######## block 1 ########
File: config.mk
export PLATFORM = sky130hd
export DESIGN_NAME = dmem_port_arbiter_flat
export DESIGN_NICKNAME = d
export VERILOG_FILES = /design/src/rtl/dmem_port_arbiter_pkg.sv /design/src/rtl/dmem_port_arbiter_if.sv /design/src/rtl/dmem_port_arbiter_cpu_lane_adapter.sv /design/src/rtl/dmem_port_arbiter.sv /design/src/flat_wrapper.sv
export SDC_FILE = /design/constraint.sdc
export NUM_CORES = 1
export LEC_CHECK = 0
export ABC_CLOCK_PERIOD_IN_PS = 1800
export CORE_AREA = 10 10 273 275
export CTS_CLUSTER_DIAMETER = 100
export CTS_CLUSTER_SIZE = 24
export DETAILED_ROUTE_END_ITERATION = 7
export DIE_AREA = 0 0 283 285
export PLACE_DENSITY = 0.47
export SETUP_SLACK_MARGIN = 0.2
export SLEW_MARGIN = 10
export SYNTH_ARGS = -nofsm -noshare
export SYNTH_HDL_FRONTEND = slang
export SYNTH_SLANG_ARGS = --single-unit
File: constraint.sdc
create_clock -name clk -period 1.8 [get_ports clk]
set_input_delay 0.45 -clock clk [delete_from_list [all_inputs] [get_ports clk]]
set_output_delay 0.45 -clock clk [all_outputs]
set_load 0.01 [all_outputs]
File: src/rtl/dmem_port_arbiter_pkg.sv
// Shared types and widths for the data-memory port arbiter.
package dmem_arb_pkg;

  typedef enum logic [1:0] {
    OWN_NONE = 2'd0,
    OWN_CPU  = 2'd1,
    OWN_GEMM = 2'd2
  } owner_e;

  localparam int LANE_W   = 2;
  localparam int MEM_DW   = 128;
  localparam int MASK_W   = 16;
  localparam int CPU_DW   = 32;
  localparam int CPU_MW   = 4;
  localparam int CTRL_W   = 5;
  localparam int STREAK_W = 4;

endpackage

File: src/rtl/dmem_port_arbiter_if.sv
// Bundles the CPU, GEMM and memory-side signals of the shared data-memory port.
interface dmem_port_arbiter_if
  import dmem_arb_pkg::*;
#(
  parameter int ADDR_W = 32
);
  logic                cpu_en;
  logic                cpu_rdwr;
  logic [CPU_MW-1:0]   cpu_mask;
  logic [ADDR_W-1:0]   cpu_addr;
  logic [CPU_DW-1:0]   cpu_wr_data;
  logic [CPU_DW-1:0]   cpu_rd_data;
  logic                cpu_rd_valid;
  logic                cpu_stall;

  logic                gemm_en;
  logic                gemm_rdwr;
  logic [CTRL_W-1:0]   gemm_control;
  logic [ADDR_W-1:0]   gemm_addr;
  logic [MEM_DW-1:0]   gemm_wr_data;
  logic                gemm_grant;
  logic [MEM_DW-1:0]   gemm_rd_data;
  logic                gemm_rd_valid;

  logic                mem_en;
  logic                mem_rdwr;
  logic [CTRL_W-1:0]   mem_control;
  logic [MASK_W-1:0]   mem_mask;
  logic [ADDR_W-1:0]   mem_addr;
  logic [MEM_DW-1:0]   mem_wr_data;
  logic [MEM_DW-1:0]   mem_rd_data;

  // Arbiter side
  modport slave (
    input  cpu_en, cpu_rdwr, cpu_mask, cpu_addr, cpu_wr_data,
    output cpu_rd_data, cpu_rd_valid, cpu_stall,
    input  gemm_en, gemm_rdwr, gemm_control, gemm_addr, gemm_wr_data,
    output gemm_grant, gemm_rd_data, gemm_rd_valid,
    output mem_en, mem_rdwr, mem_control, mem_mask, mem_addr, mem_wr_data,
    input  mem_rd_data
  );

  // Requester / memory environment side
  modport master (
    output cpu_en, cpu_rdwr, cpu_mask, cpu_addr, cpu_wr_data,
    input  cpu_rd_data, cpu_rd_valid, cpu_stall,
    output gemm_en, gemm_rdwr, gemm_control, gemm_addr, gemm_wr_data,
    input  gemm_grant, gemm_rd_data, gemm_rd_valid,
    input  mem_en, mem_rdwr, mem_control, mem_mask, mem_addr, mem_wr_data,
    output mem_rd_data
  );
endinterface

File: src/rtl/dmem_port_arbiter_cpu_lane_adapter.sv
// Maps the 32-bit CPU bus onto one lane of the 128-bit memory word and back.
module cpu_lane_adapter
  import dmem_arb_pkg::*;
(
  input  logic [CPU_DW-1:0] cpu_wr_data,
  input  logic [CPU_MW-1:0] cpu_mask,
  input  logic [LANE_W-1:0] wr_lane,
  input  logic [LANE_W-1:0] rd_lane,
  input  logic [MEM_DW-1:0] mem_rd_data,
  output logic [MEM_DW-1:0] wide_wr_data,
  output logic [MASK_W-1:0] wide_mask,
  output logic [CPU_DW-1:0] lane_rd_data
);
  logic [3:0] mask_shift;

  assign mask_shift   = {wr_lane, 2'b00};
  assign wide_wr_data = {4{cpu_wr_data}};
  assign wide_mask    = {{(MASK_W-CPU_MW){1'b0}}, cpu_mask} << mask_shift;
  assign lane_rd_data = mem_rd_data[CPU_DW*rd_lane +: CPU_DW];
endmodule

File: src/rtl/dmem_port_arbiter.sv
// Arbitrates the wide data-memory port between the CPU bus and GEMM, GEMM first
// with a bounded streak, and routes 1-cycle read returns back to their owner.
module dmem_port_arbiter
  import dmem_arb_pkg::*;
#(
  parameter int MAX_STREAK = 4,
  parameter int ADDR_W     = 32
)(
  input logic               clk,
  input logic               rst,
  dmem_port_arbiter_if.slave bus
);
  localparam logic [STREAK_W-1:0] MAX_S = STREAK_W'(MAX_STREAK);

  logic                cpu_gnt;
  logic                gemm_gnt;
  logic [STREAK_W-1:0] streak_p1;
  owner_e              last_owner_p1;
  logic                rd_pend_p1;
  logic [LANE_W-1:0]   lane_p1;
  logic [CPU_DW-1:0]   cpu_rd_hold;
  logic [MEM_DW-1:0]   gemm_rd_hold;
  logic [MEM_DW-1:0]   cpu_wide_data;
  logic [MASK_W-1:0]   cpu_wide_mask;
  logic [CPU_DW-1:0]   cpu_lane_word;
  logic                cpu_rd_vld;
  logic                gemm_rd_vld;
  logic                unused_addr_lsb;

  assign unused_addr_lsb = ^bus.cpu_addr[1:0];

  cpu_lane_adapter u_lane (
    .cpu_wr_data  (bus.cpu_wr_data),
    .cpu_mask     (bus.cpu_mask),
    .wr_lane      (bus.cpu_addr[3:2]),
    .rd_lane      (lane_p1),
    .mem_rd_data  (bus.mem_rd_data),
    .wide_wr_data (cpu_wide_data),
    .wide_mask    (cpu_wide_mask),
    .lane_rd_data (cpu_lane_word)
  );

  // Stage 0: grant decision on current requests and streak
  always_comb begin
    cpu_gnt  = 1'b0;
    gemm_gnt = 1'b0;
    if (!rst) begin
      if (bus.gemm_en && !(bus.cpu_en && streak_p1 == MAX_S))
        gemm_gnt = 1'b1;
      else if (bus.cpu_en)
        cpu_gnt = 1'b1;
    end
  end

  assign bus.gemm_grant = gemm_gnt;
  assign bus.cpu_stall  = bus.cpu_en & ~cpu_gnt;
  assign bus.mem_en     = cpu_gnt | gemm_gnt;

  always_comb begin
    bus.mem_rdwr    = 1'b0;
    bus.mem_control = '0;
    bus.mem_mask    = '0;
    bus.mem_addr    = '0;
    bus.mem_wr_data = cpu_wide_data;
    if (gemm_gnt) begin
      bus.mem_rdwr    = bus.gemm_rdwr;
      bus.mem_control = bus.gemm_control;
      bus.mem_mask    = bus.gemm_rdwr ? {MASK_W{1'b1}} : '0;
      bus.mem_addr    = bus.gemm_addr;
      bus.mem_wr_data = bus.gemm_wr_data;
    end else if (cpu_gnt) begin
      bus.mem_rdwr = bus.cpu_rdwr;
      bus.mem_mask = bus.cpu_rdwr ? cpu_wide_mask : '0;
      bus.mem_addr = {bus.cpu_addr[ADDR_W-1:4], 4'd0};
    end
  end

  // Stage 1: streak, owner and pending-read registers
  always_ff @(posedge clk) begin
    if (rst) begin
      streak_p1     <= '0;
      last_owner_p1 <= OWN_NONE;
      rd_pend_p1    <= 1'b0;
      cpu_rd_hold   <= '0;
      gemm_rd_hold  <= '0;
    end else begin
      if (cpu_gnt || !bus.cpu_en)
        streak_p1 <= '0;
      else if (gemm_gnt && streak_p1 != MAX_S)
        streak_p1 <= streak_p1 + 1'b1;
      last_owner_p1 <= gemm_gnt ? OWN_GEMM : (cpu_gnt ? OWN_CPU : OWN_NONE);
      rd_pend_p1    <= (gemm_gnt & ~bus.gemm_rdwr) | (cpu_gnt & ~bus.cpu_rdwr);
      if (cpu_rd_vld)  cpu_rd_hold  <= cpu_lane_word;
      if (gemm_rd_vld) gemm_rd_hold <= bus.mem_rd_data;
    end
  end

  always_ff @(posedge clk) begin
    lane_p1 <= bus.cpu_addr[3:2];
  end

  // Stage 1 outputs: memory data returns this cycle, so route it straight through
  assign cpu_rd_vld  = ~rst & rd_pend_p1 & (last_owner_p1 == OWN_CPU);
  assign gemm_rd_vld = ~rst & rd_pend_p1 & (last_owner_p1 == OWN_GEMM);

  assign bus.cpu_rd_valid  = cpu_rd_vld;
  assign bus.gemm_rd_valid = gemm_rd_vld;
  assign bus.cpu_rd_data   = cpu_rd_vld  ? cpu_lane_word   : cpu_rd_hold;
  assign bus.gemm_rd_data  = gemm_rd_vld ? bus.mem_rd_data : gemm_rd_hold;
endmodule
File: src/flat_wrapper.sv
// flat-port wrapper written by rule: the top's interface ports become plain ports
module dmem_port_arbiter_flat import dmem_arb_pkg::*;
#(
  parameter int MAX_STREAK = 4,
  parameter int ADDR_W     = 32
)
  (clk, rst, bus_cpu_en, bus_cpu_rdwr, bus_cpu_mask, bus_cpu_addr, bus_cpu_wr_data, bus_cpu_rd_data, bus_cpu_rd_valid, bus_cpu_stall, bus_gemm_en, bus_gemm_rdwr, bus_gemm_control, bus_gemm_addr, bus_gemm_wr_data, bus_gemm_grant, bus_gemm_rd_data, bus_gemm_rd_valid, bus_mem_en, bus_mem_rdwr, bus_mem_control, bus_mem_mask, bus_mem_addr, bus_mem_wr_data, bus_mem_rd_data);
  dmem_port_arbiter_if #(.ADDR_W(ADDR_W)) bus_i ();
  input logic clk;
  input logic rst;
  input wire logic [$bits(bus_i.cpu_en)-1:0] bus_cpu_en;
  input wire logic [$bits(bus_i.cpu_rdwr)-1:0] bus_cpu_rdwr;
  input wire logic [$bits(bus_i.cpu_mask)-1:0] bus_cpu_mask;
  input wire logic [$bits(bus_i.cpu_addr)-1:0] bus_cpu_addr;
  input wire logic [$bits(bus_i.cpu_wr_data)-1:0] bus_cpu_wr_data;
  output wire logic [$bits(bus_i.cpu_rd_data)-1:0] bus_cpu_rd_data;
  output wire logic [$bits(bus_i.cpu_rd_valid)-1:0] bus_cpu_rd_valid;
  output wire logic [$bits(bus_i.cpu_stall)-1:0] bus_cpu_stall;
  input wire logic [$bits(bus_i.gemm_en)-1:0] bus_gemm_en;
  input wire logic [$bits(bus_i.gemm_rdwr)-1:0] bus_gemm_rdwr;
  input wire logic [$bits(bus_i.gemm_control)-1:0] bus_gemm_control;
  input wire logic [$bits(bus_i.gemm_addr)-1:0] bus_gemm_addr;
  input wire logic [$bits(bus_i.gemm_wr_data)-1:0] bus_gemm_wr_data;
  output wire logic [$bits(bus_i.gemm_grant)-1:0] bus_gemm_grant;
  output wire logic [$bits(bus_i.gemm_rd_data)-1:0] bus_gemm_rd_data;
  output wire logic [$bits(bus_i.gemm_rd_valid)-1:0] bus_gemm_rd_valid;
  output wire logic [$bits(bus_i.mem_en)-1:0] bus_mem_en;
  output wire logic [$bits(bus_i.mem_rdwr)-1:0] bus_mem_rdwr;
  output wire logic [$bits(bus_i.mem_control)-1:0] bus_mem_control;
  output wire logic [$bits(bus_i.mem_mask)-1:0] bus_mem_mask;
  output wire logic [$bits(bus_i.mem_addr)-1:0] bus_mem_addr;
  output wire logic [$bits(bus_i.mem_wr_data)-1:0] bus_mem_wr_data;
  input wire logic [$bits(bus_i.mem_rd_data)-1:0] bus_mem_rd_data;
  assign bus_i.cpu_en = bus_cpu_en;
  assign bus_i.cpu_rdwr = bus_cpu_rdwr;
  assign bus_i.cpu_mask = bus_cpu_mask;
  assign bus_i.cpu_addr = bus_cpu_addr;
  assign bus_i.cpu_wr_data = bus_cpu_wr_data;
  assign bus_cpu_rd_data = bus_i.cpu_rd_data;
  assign bus_cpu_rd_valid = bus_i.cpu_rd_valid;
  assign bus_cpu_stall = bus_i.cpu_stall;
  assign bus_i.gemm_en = bus_gemm_en;
  assign bus_i.gemm_rdwr = bus_gemm_rdwr;
  assign bus_i.gemm_control = bus_gemm_control;
  assign bus_i.gemm_addr = bus_gemm_addr;
  assign bus_i.gemm_wr_data = bus_gemm_wr_data;
  assign bus_gemm_grant = bus_i.gemm_grant;
  assign bus_gemm_rd_data = bus_i.gemm_rd_data;
  assign bus_gemm_rd_valid = bus_i.gemm_rd_valid;
  assign bus_mem_en = bus_i.mem_en;
  assign bus_mem_rdwr = bus_i.mem_rdwr;
  assign bus_mem_control = bus_i.mem_control;
  assign bus_mem_mask = bus_i.mem_mask;
  assign bus_mem_addr = bus_i.mem_addr;
  assign bus_mem_wr_data = bus_i.mem_wr_data;
  assign bus_i.mem_rd_data = bus_mem_rd_data;
  dmem_port_arbiter #(.MAX_STREAK(MAX_STREAK), .ADDR_W(ADDR_W)) u_core (.clk(clk), .rst(rst), .bus(bus_i));
endmodule
######## block 2 ########
## config.mk

```make
export PLATFORM = sky130hd
export DESIGN_NAME = rgbw_fade_engine
export DESIGN_NICKNAME = d
export VERILOG_FILES = /design/src/rtl/lamp_pkg.sv /design/src/rtl/seq_mult8x8.sv /design/src/rtl/rgbw_fade_engine.sv
export SDC_FILE = /design/constraint.sdc
export NUM_CORES = 1
export LEC_CHECK = 0
export CELL_PAD_IN_SITES_DETAIL_PLACEMENT = 1
export CELL_PAD_IN_SITES_GLOBAL_PLACEMENT = 1
export CORE_MARGIN = 2
export CORE_UTILIZATION = 51
export CTS_CLUSTER_SIZE = 25
export DETAILED_ROUTE_END_ITERATION = 10
export GPL_ROUTABILITY_DRIVEN = 0
export PLACE_DENSITY_LB_ADDON = 0.12
export SLEW_MARGIN = 30
export SYNTH_ARGS = -nofsm -noshare
export SYNTH_HDL_FRONTEND = slang
export SYNTH_SLANG_ARGS = --single-unit
```

## constraint.sdc

```tcl
create_clock -name clk12 -period 5 [get_ports clk12]
set_input_delay 0.5 -clock clk12 [delete_from_list [all_inputs] [get_ports clk12]]
set_output_delay 0.5 -clock clk12 [all_outputs]
set_load 0.005 [all_outputs]
```

## src/rtl/lamp_pkg.sv

```systemverilog
// -----------------------------------------------------------------------------
// lamp_pkg
// Shared definitions for the RGBW fade engine:
//   - command bytes that open a frame on the SPI byte stream
//   - parser state encoding
//   - full-scale duty helper (2^dw - 1, for dw up to 16)
// -----------------------------------------------------------------------------
package lamp_pkg;

    // First byte of a frame selects what follows.
    localparam logic [7:0] CMD_TGT = 8'hA5;   // CH target bytes, then a rate byte
    localparam logic [7:0] CMD_INT = 8'h5A;   // one intensity byte

    typedef enum logic [1:0] {
        IDLE = 2'd0,
        TGT  = 2'd1,
        RATE = 2'd2,
        INT  = 2'd3
    } parse_state_t;

    // All-ones duty value for a counter of dw bits, returned in 16 bits.
    function automatic logic [15:0] full_scale_duty(input int unsigned dw);
        logic [16:0] one_hot;
        one_hot = 17'd1 << dw;
        return 16'(one_hot - 17'd1);
    endfunction

endpackage

```

## src/rtl/seq_mult8x8.sv

```systemverilog
// -----------------------------------------------------------------------------
// seq_mult8x8
// Iterative shift-add 8x8 unsigned multiplier, one partial product per cycle.
// Ports:
//   clk12   in   system clock
//   reset   in   synchronous active-low reset
//   ld      in   capture a/b and start; a new ld abandons any multiply in flight
//   a, b    in   8-bit operands
//   rdy     out  one-cycle pulse 8 cycles after ld; result valid while high
//   result  out  16-bit product a*b (held until the next ld)
// -----------------------------------------------------------------------------
module seq_mult8x8 (
    input  logic        clk12,
    input  logic        reset,
    input  logic        ld,
    input  logic [7:0]  a,
    input  logic [7:0]  b,
    output logic        rdy,
    output logic [15:0] result
);

    logic [15:0] mcand_q, mcand_d;   // multiplicand, shifted left each step
    logic [7:0]  mplier_q, mplier_d; // multiplier, shifted right each step
    logic [15:0] acc_q, acc_d;
    logic [2:0]  step_q, step_d;
    logic        run_q, run_d;
    logic        rdy_q, rdy_d;

    always_comb begin
        mcand_d  = mcand_q;
        mplier_d = mplier_q;
        acc_d    = acc_q;
        step_d   = step_q;
        run_d    = run_q;
        rdy_d    = 1'b0;
        if (ld) begin
            mcand_d  = {8'h00, a};
            mplier_d = b;
            acc_d    = 16'h0000;
            step_d   = 3'd0;
            run_d    = 1'b1;
        end else if (run_q) begin
            if (mplier_q[0]) begin
                acc_d = acc_q + mcand_q;
            end
            mcand_d  = mcand_q << 1;
            mplier_d = mplier_q >> 1;
            step_d   = step_q + 3'd1;
            // Eighth partial product lands this edge; flag it next cycle.
            if (step_q == 3'd7) begin
                run_d = 1'b0;
                rdy_d = 1'b1;
            end
        end
    end

    always_ff @(posedge clk12) begin
        if (!reset) begin
            mcand_q  <= 16'h0000;
            mplier_q <= 8'h00;
            acc_q    <= 16'h0000;
            step_q   <= 3'd0;
            run_q    <= 1'b0;
            rdy_q    <= 1'b0;
        end else begin
            mcand_q  <= mcand_d;
            mplier_q <= mplier_d;
            acc_q    <= acc_d;
            step_q   <= step_d;
            run_q    <= run_d;
            rdy_q    <= rdy_d;
        end
    end

    assign rdy    = rdy_q;
    assign result = acc_q;

endmodule

```

## src/rtl/rgbw_fade_engine.sv

```systemverilog
// -----------------------------------------------------------------------------
// rgbw_fade_engine
// N-channel PWM lamp core. Parses command frames from an SPI byte receiver,
// fades each channel level linearly toward its target, scales levels by a
// global intensity with one time-shared sequential multiplier, and drives
// glitch-free PWM outputs.
// Parameters:
//   CH     number of PWM channels (1..8)
//   DW     PWM resolution in bits (8..16)
//   PRESC  clk12 cycles per PWM counter increment (>=1)
// Ports:
//   clk12        in   system clock
//   reset        in   synchronous active-low reset
//   rx_data      in   received byte
//   rx_rdy       in   one-cycle strobe, rx_data valid
//   frame_abort  in   chip-select released; parser returns to IDLE
//   pwm_out      out  PWM outputs, bit k = channel k
//   busy         out  high while any level differs from its target
//   frame_err    out  one-cycle pulse on an unknown command byte
// -----------------------------------------------------------------------------
module rgbw_fade_engine
    import lamp_pkg::*;
#(
    parameter int CH    = 4,
    parameter int DW    = 8,
    parameter int PRESC = 4
) (
    input  logic          clk12,
    input  logic          reset,
    input  logic [7:0]    rx_data,
    input  logic          rx_rdy,
    input  logic          frame_abort,
    output logic [CH-1:0] pwm_out,
    output logic          busy,
    output logic          frame_err
);

    localparam int              IDXW      = (CH > 1) ? $clog2(CH) : 1;
    localparam int              PW        = (PRESC > 1) ? $clog2(PRESC) : 1;
    localparam logic [15:0]     FULL16    = full_scale_duty(DW);
    localparam logic [DW-1:0]   DUTY_FULL = FULL16[DW-1:0];

    // ------------------------------------------------------------------
    // Frame parser
    // ------------------------------------------------------------------
    parse_state_t    state_q, state_d;
    logic [IDXW-1:0] idx_q, idx_d;
    logic [7:0]      shadow_q [CH];
    logic [7:0]      shadow_d [CH];
    logic [7:0]      target_q [CH];
    logic [7:0]      target_d [CH];
    logic [7:0]      rate_q, rate_d;
    logic [7:0]      intensity_q, intensity_d;
    logic            frame_err_q, frame_err_d;
    logic            commit;

    always_comb begin
        state_d     = state_q;
        idx_d       = idx_q;
        shadow_d    = shadow_q;
        target_d    = target_q;
        rate_d      = rate_q;
        intensity_d = intensity_q;
        frame_err_d = 1'b0;
        commit      = 1'b0;
        // Abort wins over a byte arriving in the same cycle.
        if (frame_abort) begin
            state_d = IDLE;
            idx_d   = '0;
            for (int k = 0; k < CH; k++) begin
                shadow_d[k] = 8'h00;
            end
        end else if (rx_rdy) begin
            case (state_q)
                IDLE: begin
                    if (rx_data == CMD_TGT) begin
                        state_d = TGT;
                        idx_d   = '0;
                    end else if (rx_data == CMD_INT) begin
                        state_d = INT;
                    end else begin
                        frame_err_d = 1'b1;
                    end
                end
                TGT: begin
                    shadow_d[idx_q] = rx_data;
                    if (idx_q == IDXW'(CH - 1)) begin
                        state_d = RATE;
                    end else begin
                        idx_d = idx_q + 1'b1;
                    end
                end
                RATE: begin
                    // Targets only change as a complete set.
                    target_d = shadow_q;
                    rate_d   = rx_data;
                    commit   = 1'b1;
                    state_d  = IDLE;
                    idx_d    = '0;
                end
                INT: begin
                    intensity_d = rx_data;
                    state_d     = IDLE;
                end
                default: state_d = IDLE;
            endcase
        end
    end

    always_ff @(posedge clk12) begin
        if (!reset) begin
            state_q     <= IDLE;
            idx_q       <= '0;
            for (int k = 0; k < CH; k++) begin
                shadow_q[k] <= 8'h00;
                target_q[k] <= 8'h00;
            end
            rate_q      <= 8'h00;
            intensity_q <= 8'hFF;
            frame_err_q <= 1'b0;
        end else begin
            state_q     <= state_d;
            idx_q       <= idx_d;
            shadow_q    <= shadow_d;
            target_q    <= target_d;
            rate_q      <= rate_d;
            intensity_q <= intensity_d;
            frame_err_q <= frame_err_d;
        end
    end

    // ------------------------------------------------------------------
    // PWM timebase and fade-tick divider
    // ------------------------------------------------------------------
    logic [PW-1:0] presc_q;
    logic [DW-1:0] cnt_q;
    logic [7:0]    fade_cnt_q;
    logic          busy_q;
    logic          presc_tick;
    logic          period_end;
    logic          fade_tick;
    logic [CH-1:0] diff;

    assign presc_tick = (presc_q == PW'(PRESC - 1));
    // Counter is about to wrap to 0: end of a PWM period.
    assign period_end = presc_tick && (cnt_q == {DW{1'b1}});
    assign fade_tick  = period_end && (fade_cnt_q == rate_q);

    always_ff @(posedge clk12) begin
        if (!reset) begin
            presc_q    <= '0;
            cnt_q      <= '0;
            fade_cnt_q <= 8'h00;
            busy_q     <= 1'b0;
        end else begin
            presc_q <= presc_tick ? '0 : presc_q + 1'b1;
            if (presc_tick) begin
                cnt_q <= cnt_q + 1'b1;
            end
            if (commit) begin
                fade_cnt_q <= 8'h00;
            end else if (period_end) begin
                fade_cnt_q <= fade_tick ? 8'h00 : fade_cnt_q + 8'd1;
            end
            busy_q <= |diff;
        end
    end

    // ------------------------------------------------------------------
    // Intensity scaling: one multiplier visits channels round-robin.
    // ------------------------------------------------------------------
    logic [CH*8-1:0] level_flat;
    logic [7:0]      level_arr [CH];
    logic [DW-1:0]   duty_q [CH];
    logic [IDXW-1:0] sch_q;          // channel whose product is in flight
    logic [IDXW-1:0] next_ch;
    logic [IDXW-1:0] ld_ch;
    logic            kick_q;         // starts the very first multiply after reset
    logic            sat_q;          // in-flight operands were both 0xFF
    logic            mult_ld;
    logic            mult_rdy;
    logic [7:0]      mult_a;
    logic [15:0]     mult_result;

    always_comb begin
        for (int k = 0; k < CH; k++) begin
            level_arr[k] = level_flat[k*8 +: 8];
        end
        next_ch = (sch_q == IDXW'(CH - 1)) ? '0 : sch_q + 1'b1;
        // The next load is issued in the same cycle the previous result
        // arrives, so each channel costs exactly 9 cycles.
        ld_ch   = kick_q ? sch_q : next_ch;
        mult_a  = level_arr[ld_ch];
    end

    assign mult_ld = kick_q | mult_rdy;

    seq_mult8x8 u_mult (
        .clk12  (clk12),
        .reset  (reset),
        .ld     (mult_ld),
        .a      (mult_a),
        .b      (intensity_q),
        .rdy    (mult_rdy),
        .result (mult_result)
    );

    always_ff @(posedge clk12) begin
        if (!reset) begin
            kick_q <= 1'b1;
            sch_q  <= '0;
            sat_q  <= 1'b0;
            for (int k = 0; k < CH; k++) begin
                duty_q[k] <= '0;
            end
        end else begin
            kick_q <= 1'b0;
            if (mult_rdy) begin
                // 0xFF*0xFF would otherwise top out one LSB short of full on.
                duty_q[sch_q] <= sat_q ? DUTY_FULL : mult_result[15 -: DW];
            end
            if (mult_ld) begin
                sch_q <= ld_ch;
                sat_q <= (mult_a == 8'hFF) && (intensity_q == 8'hFF);
            end
        end
    end

    // Low product bits fall below the PWM resolution when DW < 16.
    logic unused_prod;
    assign unused_prod = &{1'b0, mult_result};

    // ------------------------------------------------------------------
    // Per-channel fade and PWM output
    // ------------------------------------------------------------------
    genvar gi;
    generate
        for (gi = 0; gi < CH; gi++) begin : g_ch
            logic [7:0]    level_q, level_d;
            logic [DW-1:0] duty_lat_q;
            logic          pwm_q;

            always_comb begin
                level_d = level_q;
                if (fade_tick) begin
                    if (level_q < target_q[gi]) begin
                        level_d = level_q + 8'd1;
                    end else if (level_q > target_q[gi]) begin
                        level_d = level_q - 8'd1;
                    end
                end
            end

            always_ff @(posedge clk12) begin
                if (!reset) begin
                    level_q    <= 8'h00;
                    duty_lat_q <= '0;
                    pwm_q      <= 1'b0;
                end else begin
                    level_q <= level_d;
                    // Duty only changes at the wrap so no period is cut short.
                    if (period_end) begin
                        duty_lat_q <= duty_q[gi];
                    end
                    pwm_q <= (cnt_q < duty_lat_q);
                end
            end

            assign level_flat[gi*8 +: 8] = level_q;
            assign diff[gi]              = (level_q != target_q[gi]);
            assign pwm_out[gi]           = pwm_q;
        end
    endgenerate

    assign busy      = busy_q;
    assign frame_err = frame_err_q;

endmodule

```

######## block 3 ########
[config.mk]
export PLATFORM = sky130hd
export DESIGN_NAME = mux16_rr_sched
export DESIGN_NICKNAME = d
export VERILOG_FILES = /design/src/rtl/mux16_rr_sched_pkg.sv /design/src/rtl/MUX16to1.sv /design/src/rtl/mux16_rr_sched.sv
export SDC_FILE = /design/constraint.sdc
export NUM_CORES = 1
export LEC_CHECK = 0
export CORE_MARGIN = 2
export CORE_UTILIZATION = 55
export DETAILED_ROUTE_END_ITERATION = 12
export GPL_TIMING_DRIVEN = 0
export PLACE_DENSITY_LB_ADDON = 0.25
export SLEW_MARGIN = 15
export SYNTH_ARGS = -nofsm -noshare
export SYNTH_HDL_FRONTEND = slang
export SYNTH_HIERARCHICAL = 1
export SYNTH_SLANG_ARGS = --single-unit
[constraint.sdc]
create_clock -name clk -period 5.52 [get_ports clk]
set_input_delay 1.104 -clock clk [delete_from_list [all_inputs] [get_ports clk]]
set_output_delay 1.104 -clock clk [all_outputs]
set_load 0.05 [all_outputs]
[src/rtl/mux16_rr_sched_pkg.sv]
// Shared types and sizing for the 16-lane round-robin mux scheduler.
package mux16_rr_sched_pkg;

    localparam int LANES  = 16;
    localparam int SEL_W  = 4;
    localparam int HOLD_W = 8;

    typedef enum logic {
        ST_IDLE  = 1'b0,
        ST_GRANT = 1'b1
    } state_t;

endpackage

[src/rtl/MUX16to1.sv]
// Existing 16:1 single-bit mux; lane i's data bit is w[i], w[0] being the MSB.
module MUX16to1 (
    input  logic [0:15] w,
    input  logic [3:0]  s,
    output logic        f
);

    assign f = w[s];

endmodule

[src/rtl/mux16_rr_sched.sv]
// Round-robin scheduler sharing one MUX16to1 among 16 requesters, with
// completion/withdrawal/timeout release and a mandatory idle gap between grants.
module mux16_rr_sched
    import mux16_rr_sched_pkg::*;
#(
    parameter int MAX_HOLD = 8
) (
    input  logic              clk,
    input  logic              rst_n,
    input  logic [LANES-1:0]  req,
    input  logic              done,
    input  logic [0:LANES-1]  w,
    output logic [SEL_W-1:0]  s,
    output logic [LANES-1:0]  gnt,
    output logic              valid,
    output logic              f,
    output logic              timeout
);

    localparam bit              HOLD_EN   = (MAX_HOLD != 0);
    localparam logic [HOLD_W-1:0] HOLD_LAST = HOLD_EN ? HOLD_W'(MAX_HOLD - 1) : '0;

    state_t              state_reg, state_next;
    logic [SEL_W-1:0]    last_reg, last_next;
    logic [SEL_W-1:0]    s_reg, s_next;
    logic [LANES-1:0]    gnt_reg, gnt_next;
    logic [HOLD_W-1:0]   hold_cnt_reg, hold_cnt_next;
    logic                timeout_reg, timeout_next;

    // Request vector rotated so entry 0 is the lane just after the last grant.
    logic [SEL_W-1:0]    cand_idx [LANES];
    logic [LANES-1:0]    rot_req;
    logic [SEL_W-1:0]    winner;

    generate
        for (genvar gi = 0; gi < LANES; gi++) begin : g_rot
            assign cand_idx[gi] = last_reg + SEL_W'(gi + 1);
            assign rot_req[gi]  = req[cand_idx[gi]];
        end
    endgenerate

    always_comb begin
        winner = last_reg;
        for (int i = LANES - 1; i >= 0; i--) begin
            if (rot_req[i]) begin
                winner = cand_idx[i];
            end
        end
    end

    logic withdraw;
    logic hold_hit;

    assign withdraw = ~req[s_reg];
    assign hold_hit = HOLD_EN && (hold_cnt_reg == HOLD_LAST);

    always_comb begin
        state_next    = state_reg;
        last_next     = last_reg;
        s_next        = s_reg;
        gnt_next      = gnt_reg;
        hold_cnt_next = hold_cnt_reg;
        timeout_next  = 1'b0;
        case (state_reg)
            ST_IDLE: begin
                if (|req) begin
                    state_next    = ST_GRANT;
                    s_next        = winner;
                    gnt_next      = LANES'(1) << winner;
                    last_next     = winner;
                    hold_cnt_next = '0;
                end
            end
            ST_GRANT: begin
                hold_cnt_next = (&hold_cnt_reg) ? hold_cnt_reg : hold_cnt_reg + 1'b1;
                if (done || withdraw || hold_hit) begin
                    state_next   = ST_IDLE;
                    gnt_next     = '0;
                    // Timeout is reported only when it is the sole reason to release.
                    timeout_next = hold_hit && !done && !withdraw;
                end
            end
        endcase
    end

    always_ff @(posedge clk) begin
        if (!rst_n) begin
            state_reg    <= ST_IDLE;
            last_reg     <= SEL_W'(LANES - 1);
            s_reg        <= '0;
            gnt_reg      <= '0;
            hold_cnt_reg <= '0;
            timeout_reg  <= 1'b0;
        end else begin
            state_reg    <= state_next;
            last_reg     <= last_next;
            s_reg        <= s_next;
            gnt_reg      <= gnt_next;
            hold_cnt_reg <= hold_cnt_next;
            timeout_reg  <= timeout_next;
        end
    end

    logic mux_f;

    MUX16to1 u_mux (
        .w (w),
        .s (s_reg),
        .f (mux_f)
    );

    assign s       = s_reg;
    assign gnt     = gnt_reg;
    assign valid   = (state_reg == ST_GRANT);
    assign f       = mux_f & valid;
    assign timeout = timeout_reg;

endmodule
**Block 2: metal 3**

Scale bar: 50 µm.
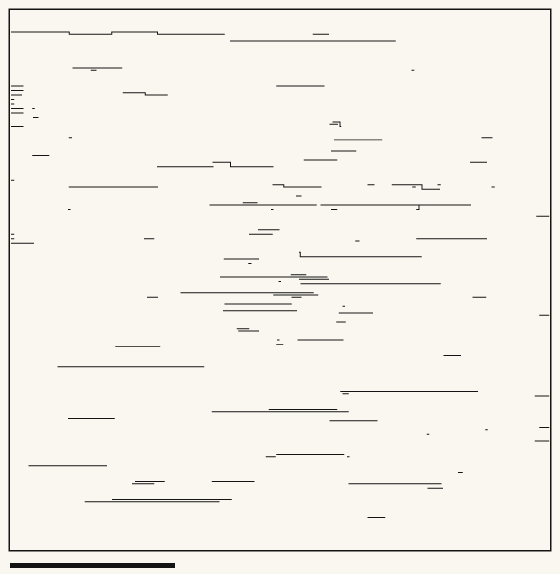
wire length on this layer: 1,150 µm
longest straight run: 49.9 µm
main direction: horizontal
share of all routed wire: 3.3%

==> metrics.csv, block 2 <==
metric,value,unit
top_cell_area_share,34.1,%
synth_cells,1525,
lay_top_count,nand2_1,
seq-cell-share,37.6,%
combGateArea,6980,µm²
warnings,29,
ys_sh_simple,20.1,%
insertion_delay,0.55,ns
ant_nets,0,
required,5.45,ns
use_met1,37.5,%
common_cells,"282 x nand2_1, 221 x dfxtp_1, 163 x a21oi_1",
dp_hpwl,24100,µm
status,"complete, no violations",
ff2ff_path_depth,12,
num_rows,58,
nets,1636,
critPathKind,reg2reg,
worstReg2RegEnd,g_ch[3].level_q[7]$_SDFFE_PN0P_,
cts_hold_buffers,0,
via_per_inst,5.66,
comb-cell-share,48.7,%
avgSynthCellArea,8.50,µm²
bufAreaShareNonClock,1.87,%
startpoint,g_ch[3].level_q[1]$_SDFFE_PN0P_,
final_cell_mix,"282 x nand2_1, 221 x dfxtp_1, 163 x a21oi_1, 146 x nor2_1, 109 x ha_1",
antennaDiodeCount,0,
grt_pass1_vias,10800,
final-seq-area,5390,µm²
ys.flops,253,
r2r_setup_slack,1.48,ns
synth-edff-count,32,
cp.depth,12,
use_met2,42.8,%
die_area,26700,µm²
routed_wl,34800,µm
clkbuf_count,35,
fin_util,57.3,%
avgRoutedWirePerCell,18.7,µm
min_to,presc_q[0]$_SDFF_PP0_,
synth_seq_share,41.6,%
area_leaders,"dfxtp_1 34%, ha_1 11%, nand2_1 8.2%",
setup_tns,0,ns
final-clk-cell-share,6.95,%
crit_family,AND-OR/OR-AND gates,
initCoreUtil,51.8,%
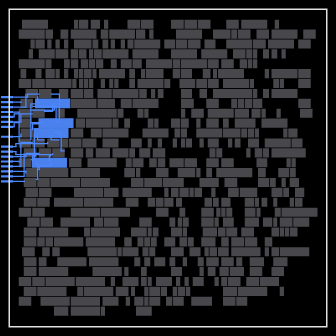
**Above:** block 3 (wires at chosen ports, followed through buffers).
[`w`] blue | bits: 16 | direction: input | edge: left | end cells: 4 | wire: 204 µm

==> metrics.csv, block 3 <==
metric,value,unit
synth.area.mux_share,32.4,%
avgSynthCellArea,9.37,µm²
place_congestion,0.966,
required,5.76,ns
signal_buffers,77,
lay_top_count,clkdlybuf4s50_1,
drv_slew,0,
routed_wl,10800,µm
crit_fanout,11,
final_cell_mix,"57 x clkdlybuf4s50_1, 39 x nand2_1, 34 x dfxtp_1, 30 x mux4_2, 28 x nor2_1",
dominant_cells,multi-input combinational cells,
fin_crit,5.16,ns
use_met2,44.9,%
num_rows,30,
wl_met1,4820,µm
synth-edff-count,0,
whs,0.447,ns
synth_seq_share,18.0,%
hold_viol,0,
yosys_warnings,6,
status,"complete, no violations",
cpMaxStageDelayCell,mux4_2,
cts_buffers,5,
largest_reg_flops,16,
comb-cell-share,64.3,%
ys_sh_simple,18.5,%
ys_chip_area,3780,µm²
critPathKind,reg2reg,
inv_count,11,
clkbuf_count,5,
warnings,31,
initCoreUtil,56.2,%
area_leaders,"dfxtp_1 18%, mux4_2 18%, mux2i_1 6.6%",
critPathArrivalTime,5.40,ns
nets,510,
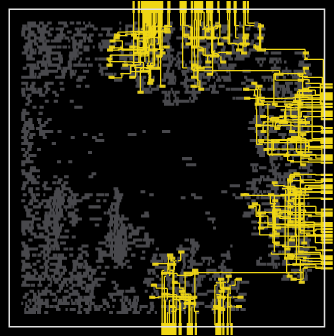
**Above:** block 1 (wires at chosen ports, followed through buffers).
[`bus_mem_rd_data`] yellow | bits: 128 | direction: input | edge: 57 right, 48 top, 23 bottom | end cells: 160 | wire: 8,440 µm

==> metrics.csv, block 1 <==
metric,value,unit
status,finished with violations,
violations,negative setup slack,
clk_pin_slew_worst_paths,0.07,ns
cts_hold_buffers,0,
cts_buffers,17,
setup_slack,-1.07,ns
seq-cell-share,14.5,%
ff2ff_path_depth,10,
syn_to_final_growth,131,%
drv_slew,0,
final_cells,2876,
signal_buffers,1092,
dr_wl_met3,4810,µm
largest_reg_flops,128,
maxCapViolCount,0,
via_per_inst,3.85,
place_congestion,0.886,
synthArstFlopShare,0,%
pin_count,714,
worst_clock_skew,0.0131,ns
ys.flops,169,
setup_viol,406,
dp_hpwl,59500,µm
top_layer_used,met5,
nets,2290,
cpMaxStageDelayCell,dfxtp_2,
cts_tree,yes,
synth.distinct_cells,36,
synth_cells,882,
top_regs,"u_core.gemm_rd_hold: 128 flops, u_core.cpu_rd_hold: 32 flops, u_core.streak_p1: 4 flops",
io_buffers,711,
critPathKind,reg2out,
ys_sh_xor,0.0866,%
holdPathStages,4,
rsz0062_at_grt,yes,


==> notes/layouts.md <==
Pictures saved along the way, in no particular order.

Cell placement.
(a)
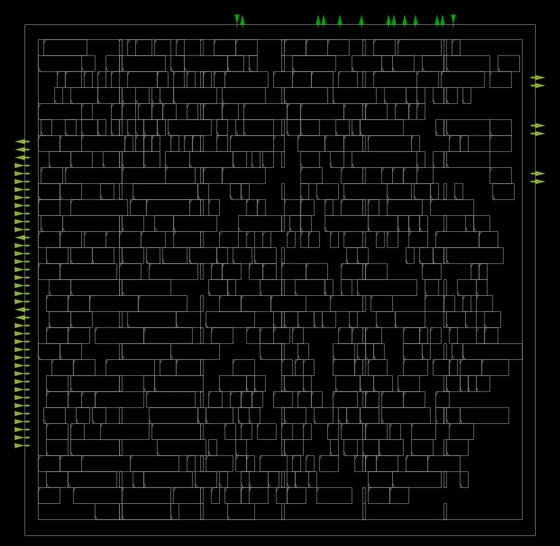
(b)
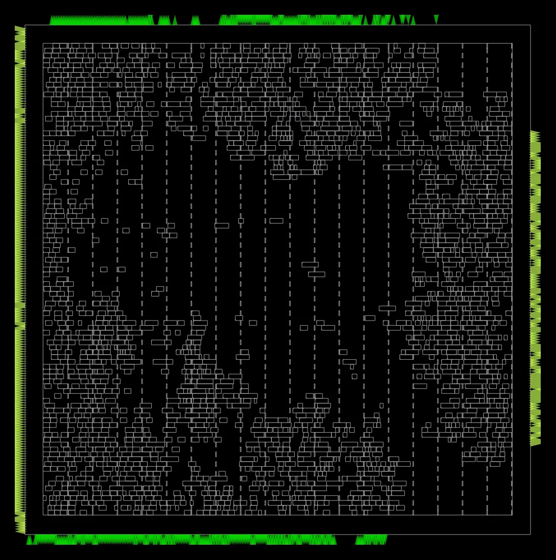
(c)
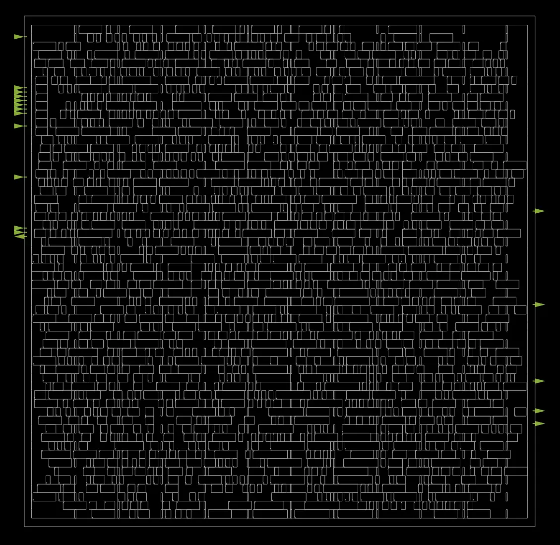
| from | picture |
|---|---|
| block 3 | (a) |
| block 1 | (b) |
| block 2 | (c) |
Of these, fewest sequential cells: (a)
Of these, lowest utilization: (b)


==> gallery <==
Selected gate families.
panel A
Scale bar: 100 µm.
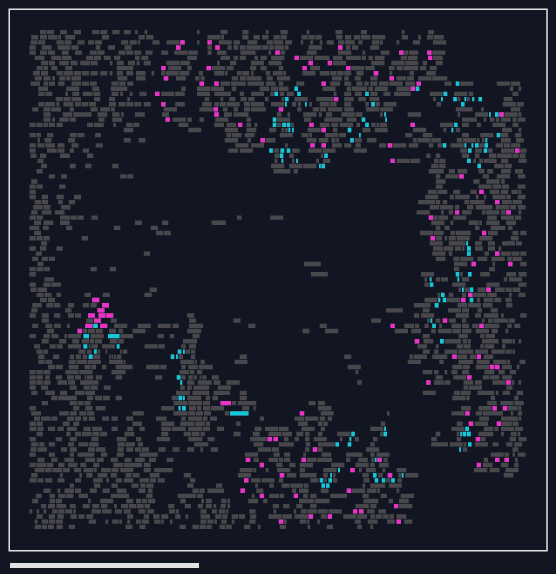
panel B
Scale bar: 20 µm.
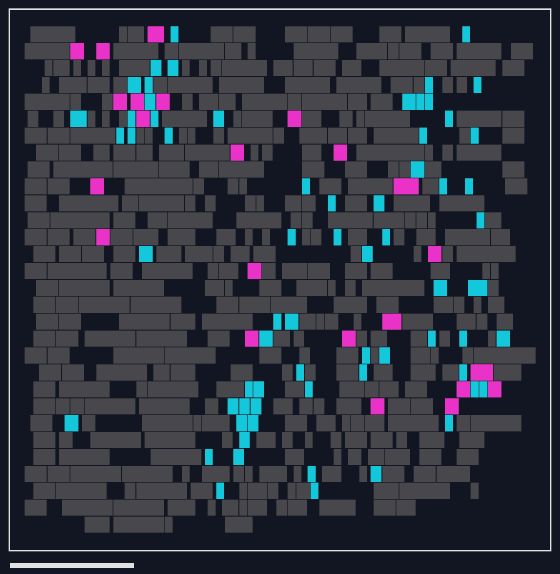
panel C
Scale bar: 50 µm.
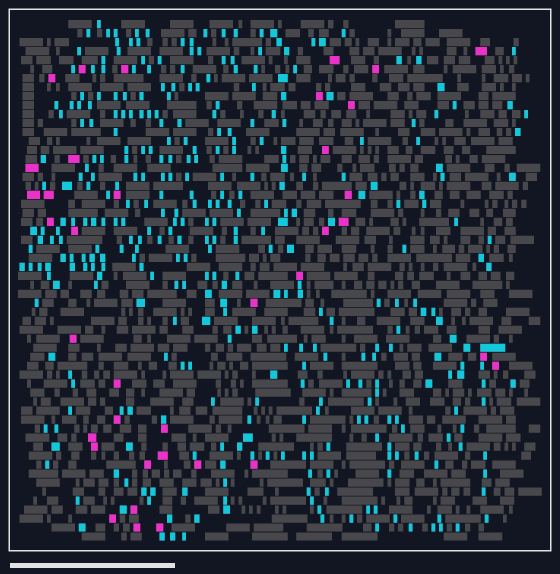
Panel A is block 1.
Panel C is block 2.
Panel B is block 3.
Of these, largest die: panel A

